=== block 1 ===
**Block 1: routing congestion map**

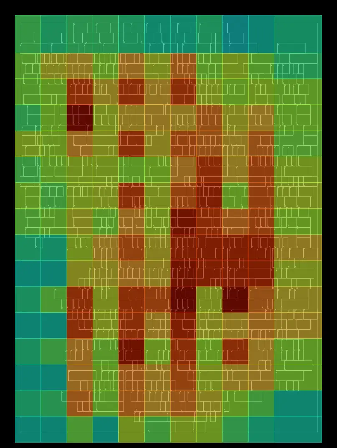

[config.mk]
export PLATFORM = sky130hd
export DESIGN_NAME = ro_sweep_ctrl
export DESIGN_NICKNAME = d
export VERILOG_FILES = /design/src/rtl/ro_sweep_ctrl.sv
export SDC_FILE = /design/constraint.sdc
export NUM_CORES = 1
export LEC_CHECK = 0
export ABC_AREA = 1
export CAP_MARGIN = 20
export CORE_ASPECT_RATIO = 1.4
export CORE_UTILIZATION = 50
export DETAILED_ROUTE_END_ITERATION = 8
export HOLD_SLACK_MARGIN = 0.15
export PLACE_DENSITY = 0.77
export RECOVER_POWER = 100
export SYNTH_ARGS = -nofsm -noshare
export SYNTH_HDL_FRONTEND = slang
export SYNTH_SLANG_ARGS = --single-unit
export TNS_END_PERCENT = 1
[constraint.sdc]
create_clock -name wb_clk_i -period 4.4 [get_ports wb_clk_i]
set_input_delay 1.1 -clock wb_clk_i [delete_from_list [all_inputs] [get_ports wb_clk_i]]
set_output_delay 1.1 -clock wb_clk_i [all_outputs]
set_load 0.05 [all_outputs]
[src/rtl/ro_sweep_ctrl.sv]
// Ring-oscillator sweep sequencer: steps the select code, settles, counts tap edges, reports (code,count).
// Optional peak tracking is built when RO_PEAK_TRACK_EN is defined.
module ro_sweep_ctrl #(
  parameter int unsigned CNT_W         = 16,
  parameter int unsigned SETTLE_CYCLES = 64,
  parameter int unsigned GATE_CYCLES   = 1024,
  parameter int unsigned QUIET_CYCLES  = 16
) (
  input  logic             wb_clk_i,
  input  logic             wb_rst_i,
  input  logic             cmd_start,
  input  logic             cmd_abort,
  input  logic [4:0]       cfg_code_first,
  input  logic [4:0]       cfg_code_last,
  input  logic [2:0]       cfg_tap,
  output logic [4:0]       s_out,
  output logic             ro_start,
  input  logic [4:0]       ro_tap,
  output logic             res_valid,
  input  logic             res_ready,
  output logic [4:0]       res_code,
  output logic [CNT_W-1:0] res_count,
  output logic             res_ovf,
  output logic             busy,
  output logic             done
`ifdef RO_PEAK_TRACK_EN
  ,
  output logic [4:0]       peak_code,
  output logic [CNT_W-1:0] peak_count
`endif
);

  typedef enum logic [2:0] {
    IDLE,
    SETTLE,
    MEASURE,
    REPORT,
    QUIET,
    DONE
  } state_e;

  localparam logic [31:0] SETTLE_LD = 32'(SETTLE_CYCLES - 1);
  localparam logic [31:0] GATE_LD   = 32'(GATE_CYCLES - 1);
  localparam logic [31:0] QUIET_LD  = 32'(QUIET_CYCLES - 1);

  state_e           state_q;
  logic [4:0]       code_q;
  logic [4:0]       last_q;
  logic [2:0]       tap_q;
  logic [4:0]       s_out_q;
  logic [31:0]      timer_q;
  logic [CNT_W-1:0] cnt_q;
  logic             ovf_q;
  logic             ro_start_q;
  logic             res_valid_q;
  logic             busy_q;
  logic             done_q;
  logic             sync1_q;
  logic             sync2_q;
  logic             prev_q;
  logic             tap_sel;
  logic             edge_det;
`ifdef RO_PEAK_TRACK_EN
  logic [4:0]       peak_code_q;
  logic [CNT_W-1:0] peak_count_q;
`endif

  always_comb begin
    tap_sel = 1'b0;
    case (tap_q)
      3'd0:    tap_sel = ro_tap[0];
      3'd1:    tap_sel = ro_tap[1];
      3'd2:    tap_sel = ro_tap[2];
      3'd3:    tap_sel = ro_tap[3];
      3'd4:    tap_sel = ro_tap[4];
      default: tap_sel = 1'b0;
    endcase
  end

  // prev follows sync2 every cycle, so on MEASURE entry it already holds the current level
  assign edge_det = sync2_q & ~prev_q;

  always_ff @(posedge wb_clk_i) begin
    if (wb_rst_i) begin
      sync1_q <= 1'b0;
      sync2_q <= 1'b0;
      prev_q  <= 1'b0;
    end else begin
      sync1_q <= tap_sel;
      sync2_q <= sync1_q;
      prev_q  <= sync2_q;
    end
  end

  always_ff @(posedge wb_clk_i) begin
    if (wb_rst_i) begin
      state_q     <= IDLE;
      code_q      <= '0;
      last_q      <= '0;
      tap_q       <= '0;
      s_out_q     <= '0;
      timer_q     <= '0;
      cnt_q       <= '0;
      ovf_q       <= 1'b0;
      ro_start_q  <= 1'b0;
      res_valid_q <= 1'b0;
      busy_q      <= 1'b0;
      done_q      <= 1'b0;
`ifdef RO_PEAK_TRACK_EN
      peak_code_q  <= '0;
      peak_count_q <= '0;
`endif
    end else if (cmd_abort) begin
      state_q     <= IDLE;
      s_out_q     <= '0;
      ro_start_q  <= 1'b0;
      res_valid_q <= 1'b0;
      busy_q      <= 1'b0;
      done_q      <= 1'b0;
    end else begin
      done_q <= 1'b0;
      case (state_q)
        IDLE: begin
          if (cmd_start) begin
            last_q     <= cfg_code_last;
            tap_q      <= cfg_tap;
            code_q     <= cfg_code_first;
            s_out_q    <= cfg_code_first;
            ro_start_q <= 1'b1;
            busy_q     <= 1'b1;
            timer_q    <= SETTLE_LD;
            state_q    <= SETTLE;
`ifdef RO_PEAK_TRACK_EN
            peak_code_q  <= '0;
            peak_count_q <= '0;
`endif
          end
        end
        SETTLE: begin
          if (timer_q == '0) begin
            timer_q <= GATE_LD;
            cnt_q   <= '0;
            ovf_q   <= 1'b0;
            state_q <= MEASURE;
          end else begin
            timer_q <= timer_q - 32'd1;
          end
        end
        MEASURE: begin
          if (edge_det) begin
            if (&cnt_q) ovf_q <= 1'b1;
            else        cnt_q <= cnt_q + 1'b1;
          end
          if (timer_q == '0) begin
            res_valid_q <= 1'b1;
            state_q     <= REPORT;
          end else begin
            timer_q <= timer_q - 32'd1;
          end
        end
        REPORT: begin
          if (res_ready) begin
            res_valid_q <= 1'b0;
            ro_start_q  <= 1'b0;
`ifdef RO_PEAK_TRACK_EN
            if (cnt_q > peak_count_q) begin
              peak_code_q  <= code_q;
              peak_count_q <= cnt_q;
            end
`endif
            if (code_q == last_q) begin
              s_out_q <= '0;
              done_q  <= 1'b1;
              state_q <= DONE;
            end else begin
              code_q  <= code_q + 5'd1;
              s_out_q <= code_q + 5'd1;
              timer_q <= QUIET_LD;
              state_q <= QUIET;
            end
          end
        end
        QUIET: begin
          if (timer_q == '0) begin
            ro_start_q <= 1'b1;
            timer_q    <= SETTLE_LD;
            state_q    <= SETTLE;
          end else begin
            timer_q <= timer_q - 32'd1;
          end
        end
        DONE: begin
          busy_q  <= 1'b0;
          state_q <= IDLE;
        end
        default: state_q <= IDLE;
      endcase
    end
  end

  assign s_out     = s_out_q;
  assign ro_start  = ro_start_q;
  assign res_valid = res_valid_q;
  assign res_code  = code_q;
  assign res_count = cnt_q;
  assign res_ovf   = ovf_q;
  assign busy      = busy_q;
  assign done      = done_q;
`ifdef RO_PEAK_TRACK_EN
  assign peak_code  = peak_code_q;
  assign peak_count = peak_count_q;
`endif

endmodule
=== block 2 ===
<file path="src/rtl/fu_slot_scheduler.sv">
// Occupancy scheduler for a pool of non-pipelined multi-cycle FUs: binds dispatch slots to free units
// and tracks each unit IDLE -> BUSY -> DONE until CDB ack. Optional FU_SLOT_ACK_BYPASS_EN frees acked units same-cycle.
module fu_slot_scheduler #(
    parameter int I_WIDTH    = 3,
    parameter int NUM_UNITS  = 4,
    parameter int LATENCY    = 4,
    localparam int CNT_LEN   = $clog2(I_WIDTH + 1),
    localparam int UIDX_LEN  = (NUM_UNITS > 1) ? $clog2(NUM_UNITS) : 1
) (
    input  logic                         clock,
    input  logic                         reset,
    input  logic                         flush,
    input  logic [I_WIDTH-1:0]           dispatch_valid,
    output logic [CNT_LEN-1:0]           empty_slots,
    output logic [NUM_UNITS-1:0]         unit_start,
    output logic [I_WIDTH*UIDX_LEN-1:0]  slot_unit,
    output logic [NUM_UNITS-1:0]         result_valid,
    input  logic [NUM_UNITS-1:0]         cdb_ack,
    output logic                         overflow_err
);

    localparam int CW = $clog2(LATENCY + 1);

    typedef enum logic [1:0] {
        ST_IDLE = 2'd0,
        ST_BUSY = 2'd1,
        ST_DONE = 2'd2
    } unit_state_t;

    logic [NUM_UNITS-1:0] idle_vec;
    logic [NUM_UNITS-1:0] done_vec;
    logic [NUM_UNITS-1:0] free_vec;
    logic [NUM_UNITS-1:0] taken_vec;
    logic [NUM_UNITS-1:0] start_vec;
    logic                 ovf_hit;
    logic                 overflow_reg;
    int                   free_total;

    // An acked DONE unit may be reused in the same cycle only when bypass is compiled in.
`ifdef FU_SLOT_ACK_BYPASS_EN
    assign free_vec = idle_vec | (done_vec & cdb_ack);
`else
    assign free_vec = idle_vec;
`endif

    always_comb begin
        free_total = 0;
        for (int u = 0; u < NUM_UNITS; u++) begin
            if (free_vec[u]) begin
                free_total = free_total + 1;
            end
        end
    end

    assign empty_slots = (free_total > I_WIDTH) ? CNT_LEN'(I_WIDTH) : CNT_LEN'(free_total);

    // Each valid slot below empty_slots takes the lowest-indexed free unit not already claimed.
    always_comb begin
        logic found;
        taken_vec = '0;
        slot_unit = '0;
        ovf_hit   = 1'b0;
        found     = 1'b0;
        for (int i = 0; i < I_WIDTH; i++) begin
            if (dispatch_valid[i]) begin
                if (i < int'(empty_slots)) begin
                    found = 1'b0;
                    for (int u = 0; u < NUM_UNITS; u++) begin
                        if (!found && free_vec[u] && !taken_vec[u]) begin
                            found        = 1'b1;
                            taken_vec[u] = 1'b1;
                            slot_unit[i*UIDX_LEN +: UIDX_LEN] = UIDX_LEN'(u);
                        end
                    end
                end else begin
                    ovf_hit = 1'b1;
                end
            end
        end
    end

    assign start_vec    = flush ? '0 : taken_vec;
    assign unit_start   = start_vec;
    assign result_valid = done_vec;

    genvar gi;
    generate
        for (gi = 0; gi < NUM_UNITS; gi++) begin : g_unit
            unit_state_t   state_reg;
            unit_state_t   state_next;
            logic [CW-1:0] cnt_reg;
            logic [CW-1:0] cnt_next;

            always_comb begin
                state_next = state_reg;
                cnt_next   = cnt_reg;
                if (flush) begin
                    state_next = ST_IDLE;
                    cnt_next   = '0;
                end else if (start_vec[gi]) begin
                    if (LATENCY == 1) begin
                        state_next = ST_DONE;
                        cnt_next   = '0;
                    end else begin
                        state_next = ST_BUSY;
                        cnt_next   = CW'(LATENCY - 1);
                    end
                end else begin
                    case (state_reg)
                        ST_BUSY: begin
                            if (cnt_reg == CW'(1)) begin
                                state_next = ST_DONE;
                                cnt_next   = '0;
                            end else begin
                                cnt_next = cnt_reg - CW'(1);
                            end
                        end
                        ST_DONE: begin
                            if (cdb_ack[gi]) begin
                                state_next = ST_IDLE;
                            end
                        end
                        default: ;
                    endcase
                end
            end

            always_ff @(posedge clock or negedge reset) begin
                if (!reset) begin
                    state_reg <= ST_IDLE;
                    cnt_reg   <= '0;
                end else begin
                    state_reg <= state_next;
                    cnt_reg   <= cnt_next;
                end
            end

            assign idle_vec[gi] = (state_reg == ST_IDLE);
            assign done_vec[gi] = (state_reg == ST_DONE);
        end
    endgenerate

    // Dispatches squashed by a flush are not counted as overflows.
    always_ff @(posedge clock or negedge reset) begin
        if (!reset) begin
            overflow_reg <= 1'b0;
        end else if (ovf_hit && !flush) begin
            overflow_reg <= 1'b1;
        end
    end

    assign overflow_err = overflow_reg;

endmodule

</file>
<file path="config.mk">
export PLATFORM = sky130hd
export DESIGN_NAME = fu_slot_scheduler
export DESIGN_NICKNAME = d
export VERILOG_FILES = /design/src/rtl/fu_slot_scheduler.sv
export SDC_FILE = /design/constraint.sdc
export NUM_CORES = 1
export LEC_CHECK = 0
export CORE_MARGIN = 2
export CORE_UTILIZATION = 50
export DETAILED_ROUTE_END_ITERATION = 10
export PLACE_DENSITY_LB_ADDON = 0.2
export SLEW_MARGIN = 20
export SYNTH_ARGS = -nofsm -noshare
export SYNTH_HDL_FRONTEND = slang
export SYNTH_SLANG_ARGS = --single-unit
</file>
<file path="constraint.sdc">
create_clock -name clock -period 9.4 [get_ports clock]
set_input_delay 2.35 -clock clock [delete_from_list [all_inputs] [get_ports clock]]
set_output_delay 2.35 -clock clock [all_outputs]
set_load 0.05 [all_outputs]
</file>
=== block 3 ===
## src/rtl/f32_mult_issue.sv

```systemverilog
// Operand-issue front end for the sequential FP32 multiplier: an operand FIFO feeds a
// start/done handshake FSM whose results leave on a valid/ready stream, guarded by a watchdog.
module f32_mult_issue #(
    parameter int DEPTH   = 4,
    parameter int TIMEOUT = 64
) (
    input  logic                   clk,
    input  logic                   rst,
    input  logic                   in_valid,
    output logic                   in_ready,
    input  logic [31:0]            in_a,
    input  logic [31:0]            in_b,
    output logic [31:0]            mul_a,
    output logic [31:0]            mul_b,
    output logic                   mul_start,
    input  logic                   mul_done,
    input  logic [31:0]            mul_p,
    output logic                   out_valid,
    input  logic                   out_ready,
    output logic [31:0]            out_p,
    output logic                   out_err,
    output logic                   busy,
    output logic [$clog2(DEPTH):0] fifo_count
);
    localparam int AW = $clog2(DEPTH);
    localparam int WW = $clog2(TIMEOUT + 1);
    localparam logic [31:0]   QNAN    = 32'h7FC0_0000;
    localparam logic [WW-1:0] WD_LAST = WW'(TIMEOUT - 1);
    localparam logic [AW:0]   FULL_N  = (AW + 1)'(DEPTH);

    typedef enum logic [1:0] {S_IDLE, S_START, S_WAIT, S_OUT} state_t;

    state_t        r_state;
    logic [WW-1:0] r_wd;
    logic [31:0]   r_mem_a [DEPTH];
    logic [31:0]   r_mem_b [DEPTH];
    logic [AW-1:0] r_wptr;
    logic [AW-1:0] r_rptr;
    logic [AW:0]   r_count;
    logic [31:0]   r_mul_a;
    logic [31:0]   r_mul_b;
    logic          r_mul_start;
    logic          r_out_valid;
    logic [31:0]   r_out_p;
    logic          r_out_err;

    logic w_full;
    logic w_empty;
    logic w_push;
    logic w_pop;

    assign w_full  = (r_count == FULL_N);
    assign w_empty = (r_count == '0);
    assign w_push  = in_valid && !w_full;
    // A pop feeds the FSM directly: from IDLE, or when the pending result is taken in OUT.
    assign w_pop   = !w_empty && ((r_state == S_IDLE) || ((r_state == S_OUT) && out_ready));

    assign in_ready   = !w_full;
    assign busy       = (r_state != S_IDLE) || !w_empty;
    assign fifo_count = r_count;
    assign mul_a      = r_mul_a;
    assign mul_b      = r_mul_b;
    assign mul_start  = r_mul_start;
    assign out_valid  = r_out_valid;
    assign out_p      = r_out_p;
    assign out_err    = r_out_err;

    always_ff @(posedge clk) begin
        if (w_push) begin
            r_mem_a[r_wptr] <= in_a;
            r_mem_b[r_wptr] <= in_b;
        end
    end

    always_ff @(posedge clk) begin
        if (rst) begin
            r_wptr  <= '0;
            r_rptr  <= '0;
            r_count <= '0;
        end else begin
            if (w_push) r_wptr <= r_wptr + 1'b1;
            if (w_pop)  r_rptr <= r_rptr + 1'b1;
            case ({w_push, w_pop})
                2'b10:   r_count <= r_count + 1'b1;
                2'b01:   r_count <= r_count - 1'b1;
                default: r_count <= r_count;
            endcase
        end
    end

    always_ff @(posedge clk) begin
        if (rst) begin
            r_state     <= S_IDLE;
            r_wd        <= '0;
            r_mul_a     <= '0;
            r_mul_b     <= '0;
            r_mul_start <= 1'b0;
            r_out_valid <= 1'b0;
            r_out_p     <= '0;
            r_out_err   <= 1'b0;
        end else begin
            r_mul_start <= 1'b0;
            if (w_pop) begin
                r_mul_a <= r_mem_a[r_rptr];
                r_mul_b <= r_mem_b[r_rptr];
            end
            case (r_state)
                S_IDLE: begin
                    if (!w_empty) begin
                        r_state     <= S_START;
                        r_mul_start <= 1'b1;
                    end
                end
                // mul_done is deliberately not looked at here: it may still be high from the last op.
                S_START: begin
                    r_wd    <= '0;
                    r_state <= S_WAIT;
                end
                S_WAIT: begin
                    if (mul_done) begin
                        r_out_p     <= mul_p;
                        r_out_err   <= 1'b0;
                        r_out_valid <= 1'b1;
                        r_state     <= S_OUT;
                    end else if (r_wd >= WD_LAST) begin
                        r_out_p     <= QNAN;
                        r_out_err   <= 1'b1;
                        r_out_valid <= 1'b1;
                        r_state     <= S_OUT;
                    end else begin
                        r_wd <= r_wd + 1'b1;
                    end
                end
                S_OUT: begin
                    if (out_ready) begin
                        r_out_valid <= 1'b0;
                        if (!w_empty) begin
                            r_state     <= S_START;
                            r_mul_start <= 1'b1;
                        end else begin
                            r_state <= S_IDLE;
                        end
                    end
                end
                default: r_state <= S_IDLE;
            endcase
        end
    end
endmodule

```

## config.mk

```make
export PLATFORM = sky130hd
export DESIGN_NAME = f32_mult_issue
export DESIGN_NICKNAME = d
export VERILOG_FILES = /design/src/rtl/f32_mult_issue.sv
export SDC_FILE = /design/constraint.sdc
export NUM_CORES = 1
export LEC_CHECK = 0
export ABC_CLOCK_PERIOD_IN_PS = 2400
export CORE_MARGIN = 1
export CORE_UTILIZATION = 49
export DETAILED_ROUTE_END_ITERATION = 10
export PLACE_DENSITY = 0.73
export REMOVE_ABC_BUFFERS = 1
export SYNTH_ARGS = -nofsm -noshare
export SYNTH_HDL_FRONTEND = slang
export SYNTH_SLANG_ARGS = --single-unit
```

## constraint.sdc

```tcl
create_clock -name clk -period 2.4 [get_ports clk]
set_input_delay 0.48 -clock clk [delete_from_list [all_inputs] [get_ports clk]]
set_output_delay 0.48 -clock clk [all_outputs]
set_load 0.1 [all_outputs]
```

**Block 3: routing congestion map**

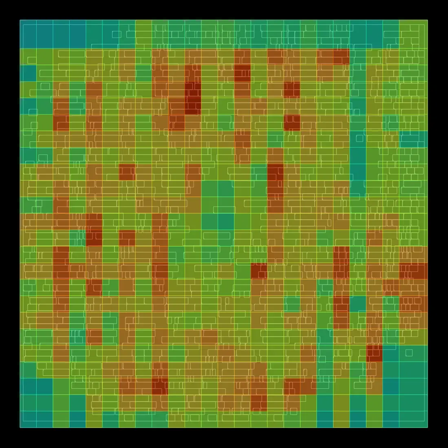
GR met3 Demand/Resource: 5.44%
WL/cell: 19.4 µm
met1 usage: 24.5%

**Block 3: clock distribution**

Scale: 3 px per µm.
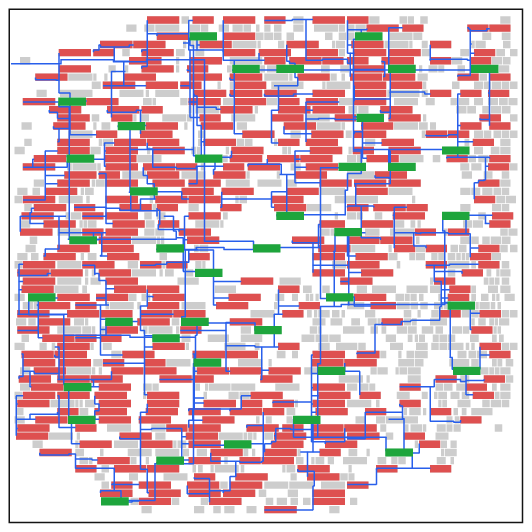
red -> flip-flops  # count 371
green -> clock-net drivers  # count 39
blue -> clock wires  # length 4010 µm
routed clock nets = 40
flops lie = spread over the die

==> Slide: Implementation Results, block 3 <==
Physical Implementation Snapshot

Status
  • Outcome: finished clean

Logic synthesis
  • Ys flop type: edfxtp_1
  • Yosys stat cell total: 820
  • Simple-Gate Fraction of Synth Area: under 10%
  • Syn_area_per_cell: 17.0 µm²
  • Area leader, netlist: edfxtp_1
  • Synth async-reset ratio: 0%
  • Synth area leaders: edfxtp_1, dfxtp_1, mux4_2, a21oi_2, nand2_1

STA
  • Setup violators final: 0
  • Clk_skew: 13.8 ps

CTS
  • Hold bufs inserted after CTS: 0
  • Clock Latency Late Sink: 520 ps
  • CTS Buffer Depth: 3

GRT
  • GR peak layer: met2
  • Largest net degree at the start of global routing: approximately 92

Worst hold path
  • Hold Crit Class: primary input to register
  • Worst hold stages: 2

Worst setup path
  • Worst setup endpoint: in_ready
  • R2R cell count: 5
  • Worst Setup Start Kind: register

Placement
  • Placed insts: about 1400

Drt
  • Final WL: 28300 µm
==> block 3: cells in the mapped netlist, types with 2 or more instances <==
cell type	instances
a21oi_1	28
xnor2_1	4
a21oi_2	51
nor2_1	20
clkbuf_1	12
ha_1	11
nand2_1	105
and3_1	4
and3b_1	2
and2_1	3
a221oi_1	2
inv_1	9
nand4_1	2
a22o_1	23
mux2i_1	2
o21ai_2	2
mux4_2	64
buf_2	11
a211oi_1	2
a221oi_2	2
buf_4	2
buf_6	15
dfxtp_1	115
mux2_2	3
nand2b_1	4
nor3_1	11
nand3_1	2
edfxtp_1	256
nand2_2	31
buf_12	4
==> block 3: worst max-delay path, cell delays in order (launching register included) <==
cell     delay [ps]
dfxtp_1         430
or3b_1          420
buf_4           180
buf_4           230
==> block 3: timing repair <==
item / 4_1_cts / 5_1_grt
hold endpoints to repair: 0 / 0
buffers inserted: 0 / 0
resized: 0 / 1
setup endpoints to repair: 0 / 1
**Block 1: local utilization**

Scale: 2 px per µm. The die is cut into 8 by 11 equal tiles; white is low, dark blue is high, 0 to 100% covered.
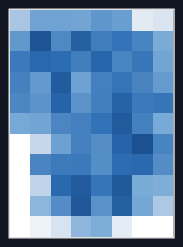
nearly empty tiles = 8.0%
emptiest ninth of the die = lower left
tiles over 75% full = 21%
fullest tile = 87%
mean over tiles = 56%

**Block 1: met4 routing**

Scale: 3 px per µm.
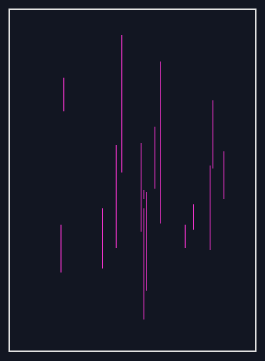
wire length on this layer = 383 µm
nets with wire on the layer = 13

## Picture notes: 'routing congestion map' of block 1
GR met3 Demand/Resource: 4.08%
WL/cell: 13.2 µm
met1 usage: 27.5%

==> Slide: Implementation Results, block 1 <==
Physical Implementation Snapshot

Worst setup path
  • Crit Path Category: primary input to register
  • Reg-to-reg startpoint: timer_q[14]$_SDFFE_PP0P_
  • FF-to-FF End: timer_q[18]$_SDFFE_PP0P_
  • Required @ worst endpoint: 4630 ps
  • Reg-to-reg slack, setup: 1650 ps
  • Largest delay share family, worst path: simple AND/OR/NAND/NOR gates

CTS
  • Hold bufs inserted after CTS: 0
  • Htree depth: 3

STA
  • Final worst slack: a little over 1000 ps
  • Slew Limit Fails: 0
  • Clk_skew: between 7 and 8 ps
  • Fmax: 0.297 GHz
  • Final Hold Viols: 0

Placement
  • GPL Wtd Cong: around 0.94

Floorplan
  • Fp util: 51.6%

Status
  • Outcome: finished clean

Final layout
  • Final Cell Area: 5330 µm²
  • Fin util: 61.9%
  • FILL cells: between 700 and 800

Logic synthesis
  • Syn_area_per_cell: 6.37 µm²
block 1: cell type report:
type	count	share of cell area, %
Clock buffer	12	4.82
Sequential cell	77	28.9
Tap cell	105	2.47
Multi-Input combinational cell	529	47.0
Timing Repair Buffer	58	10.7
Inverter	73	5.14
Clock inverter	4	1.01
block 1: cells in the final DEF, fill, tap and decap left out, types with 2 or more instances in the layout:
cell               n
a21oi_1           56
a31oi_1            5
buf_4              5
clkbuf_16          9
clkbuf_8           2
clkdlybuf4s50_1   19
clkinvlp_4         2
dfxtp_1           77
dlygate4sd3_1     34
ha_1               4
inv_1             71
inv_2              2
nand2_1          171
nand2_2            4
nand3_1           47
nand3b_1           8
nand4_1           13
nor2_1           128
nor2_2             3
nor2_4             2
nor3_1            14
nor4_1             4
o21ai_0           32
o21ai_1            3
o31ai_1            2
xnor2_1            5
xor2_1            23
**Block 2: routing congestion map**

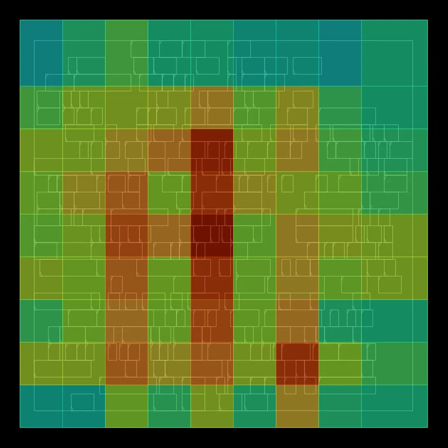
GR met3 Demand/Resource: 2.39%
GR peak layer: met2
WL/cell: 13.7 µm
met1 usage: 27.8%

**Block 2: clock distribution**

Scale: 8 px per µm.
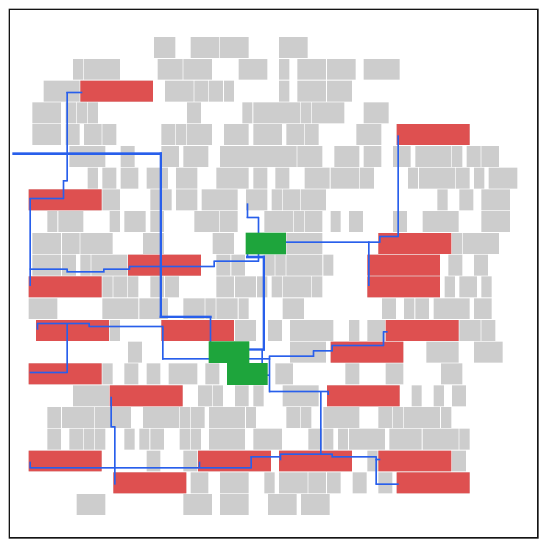
blue -> clock wires  # length 328 µm
green -> clock-net drivers  # count 3
red -> flip-flops  # count 21
routed clock nets = 4
clk_skew: 11.4 ps
Clock Latency Late Sink: 270 ps

==> Slide: Implementation Results, block 2 <==
Physical Implementation Snapshot

Worst setup path
  • R2R cell count: 12
  • FF-to-FF End: g_unit[1].cnt_reg[2]$_DFFE_PN0P_
  • Worst Setup SP: dispatch_valid[0]

CTS
  • Htree depth: 1
  • Clock root buffer: clkbuf_8
  • Hold bufs inserted after CTS: 0

Logic synthesis
  • Synth unique cells: 53
  • Syn_nets: 261
  • Ys flop type: dfrtp_1

Final layout
  • # nets final: approximately 280
  • Antenna cell count: 0

Floorplan
  • Die y size: 65.9 µm
  • Core area: 3660 µm²

Drt
  • Final WL: 4070 µm

Status
  • Outcome: finished clean

STA
  • Setup violators final: 0
## block 2: per-layer routing
metal	routed length, µm	global-route usage (%)	vias up
met5	0	0	-
met2	2030	35.6	22
li1	-	-	837
met3	108	2.39	4
met4	31	4.95	0
met1	1900	27.8	774
## block 2: metrics by stage
step / setup slack, ps / cell area (µm²) / util, % / std cells / hold slack, ps
after CTS: 2080 / 2220 / 60.7 / 297 / 489
after floorplan: 3180 / 1920 / - / 227 / 540
after global placement: 2110 / 2170 / 59.4 / 293 / 480
after global routing: 1920 / 2220 / 60.7 / 297 / 545
final: 2070 / 2220 / 60.7 / 297 / 490
after detailed placement: 2090 / 2170 / 59.4 / 293 / 458
## block 2: critical path, cell delays in order
cell	delay, ps
clkdlybuf4s50_1	650
nand2_1	160
a21oi_1	240
o211ai_2	220
a21boi_0	200
o21a_1	240
nor2_1	110
clkdlybuf4s50_1	810
## block 2: cells by family after synthesis
logic type | share of synthesized area, %
buf+inv | 8.95
simple gates | 18.3
compound gates | 24.4
flops | 27.4
fa+ha+maj | 16.2
xor+xnor | 1.83
mux | 2.87


## Gallery

Power grid.
panel A
Scale: 4 px per µm. Pins as bars on the die edge.
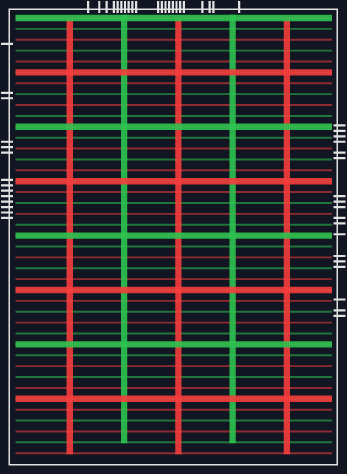
panel B
Scale: 8 px per µm. Pins as bars on the die edge.
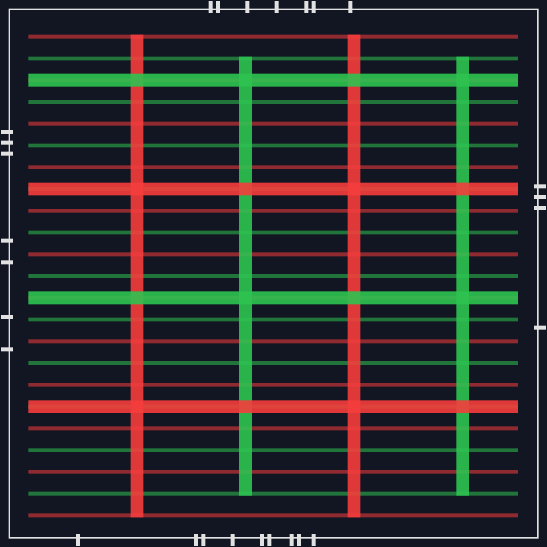
panel C
Scale: 3 px per µm. Pins as bars on the die edge.
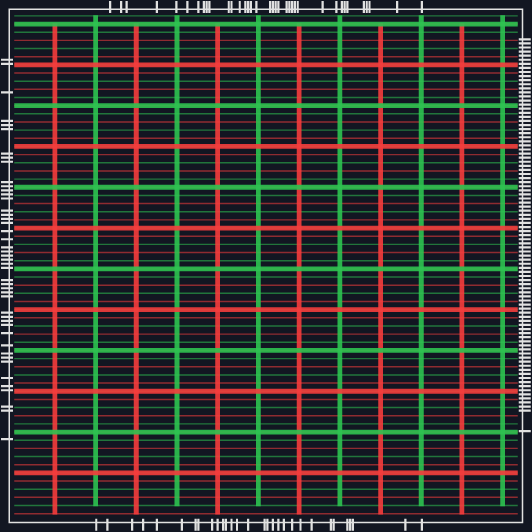
| from | picture |
|---|---|
| block 1 | panel A |
| block 2 | panel B |
| block 3 | panel C |

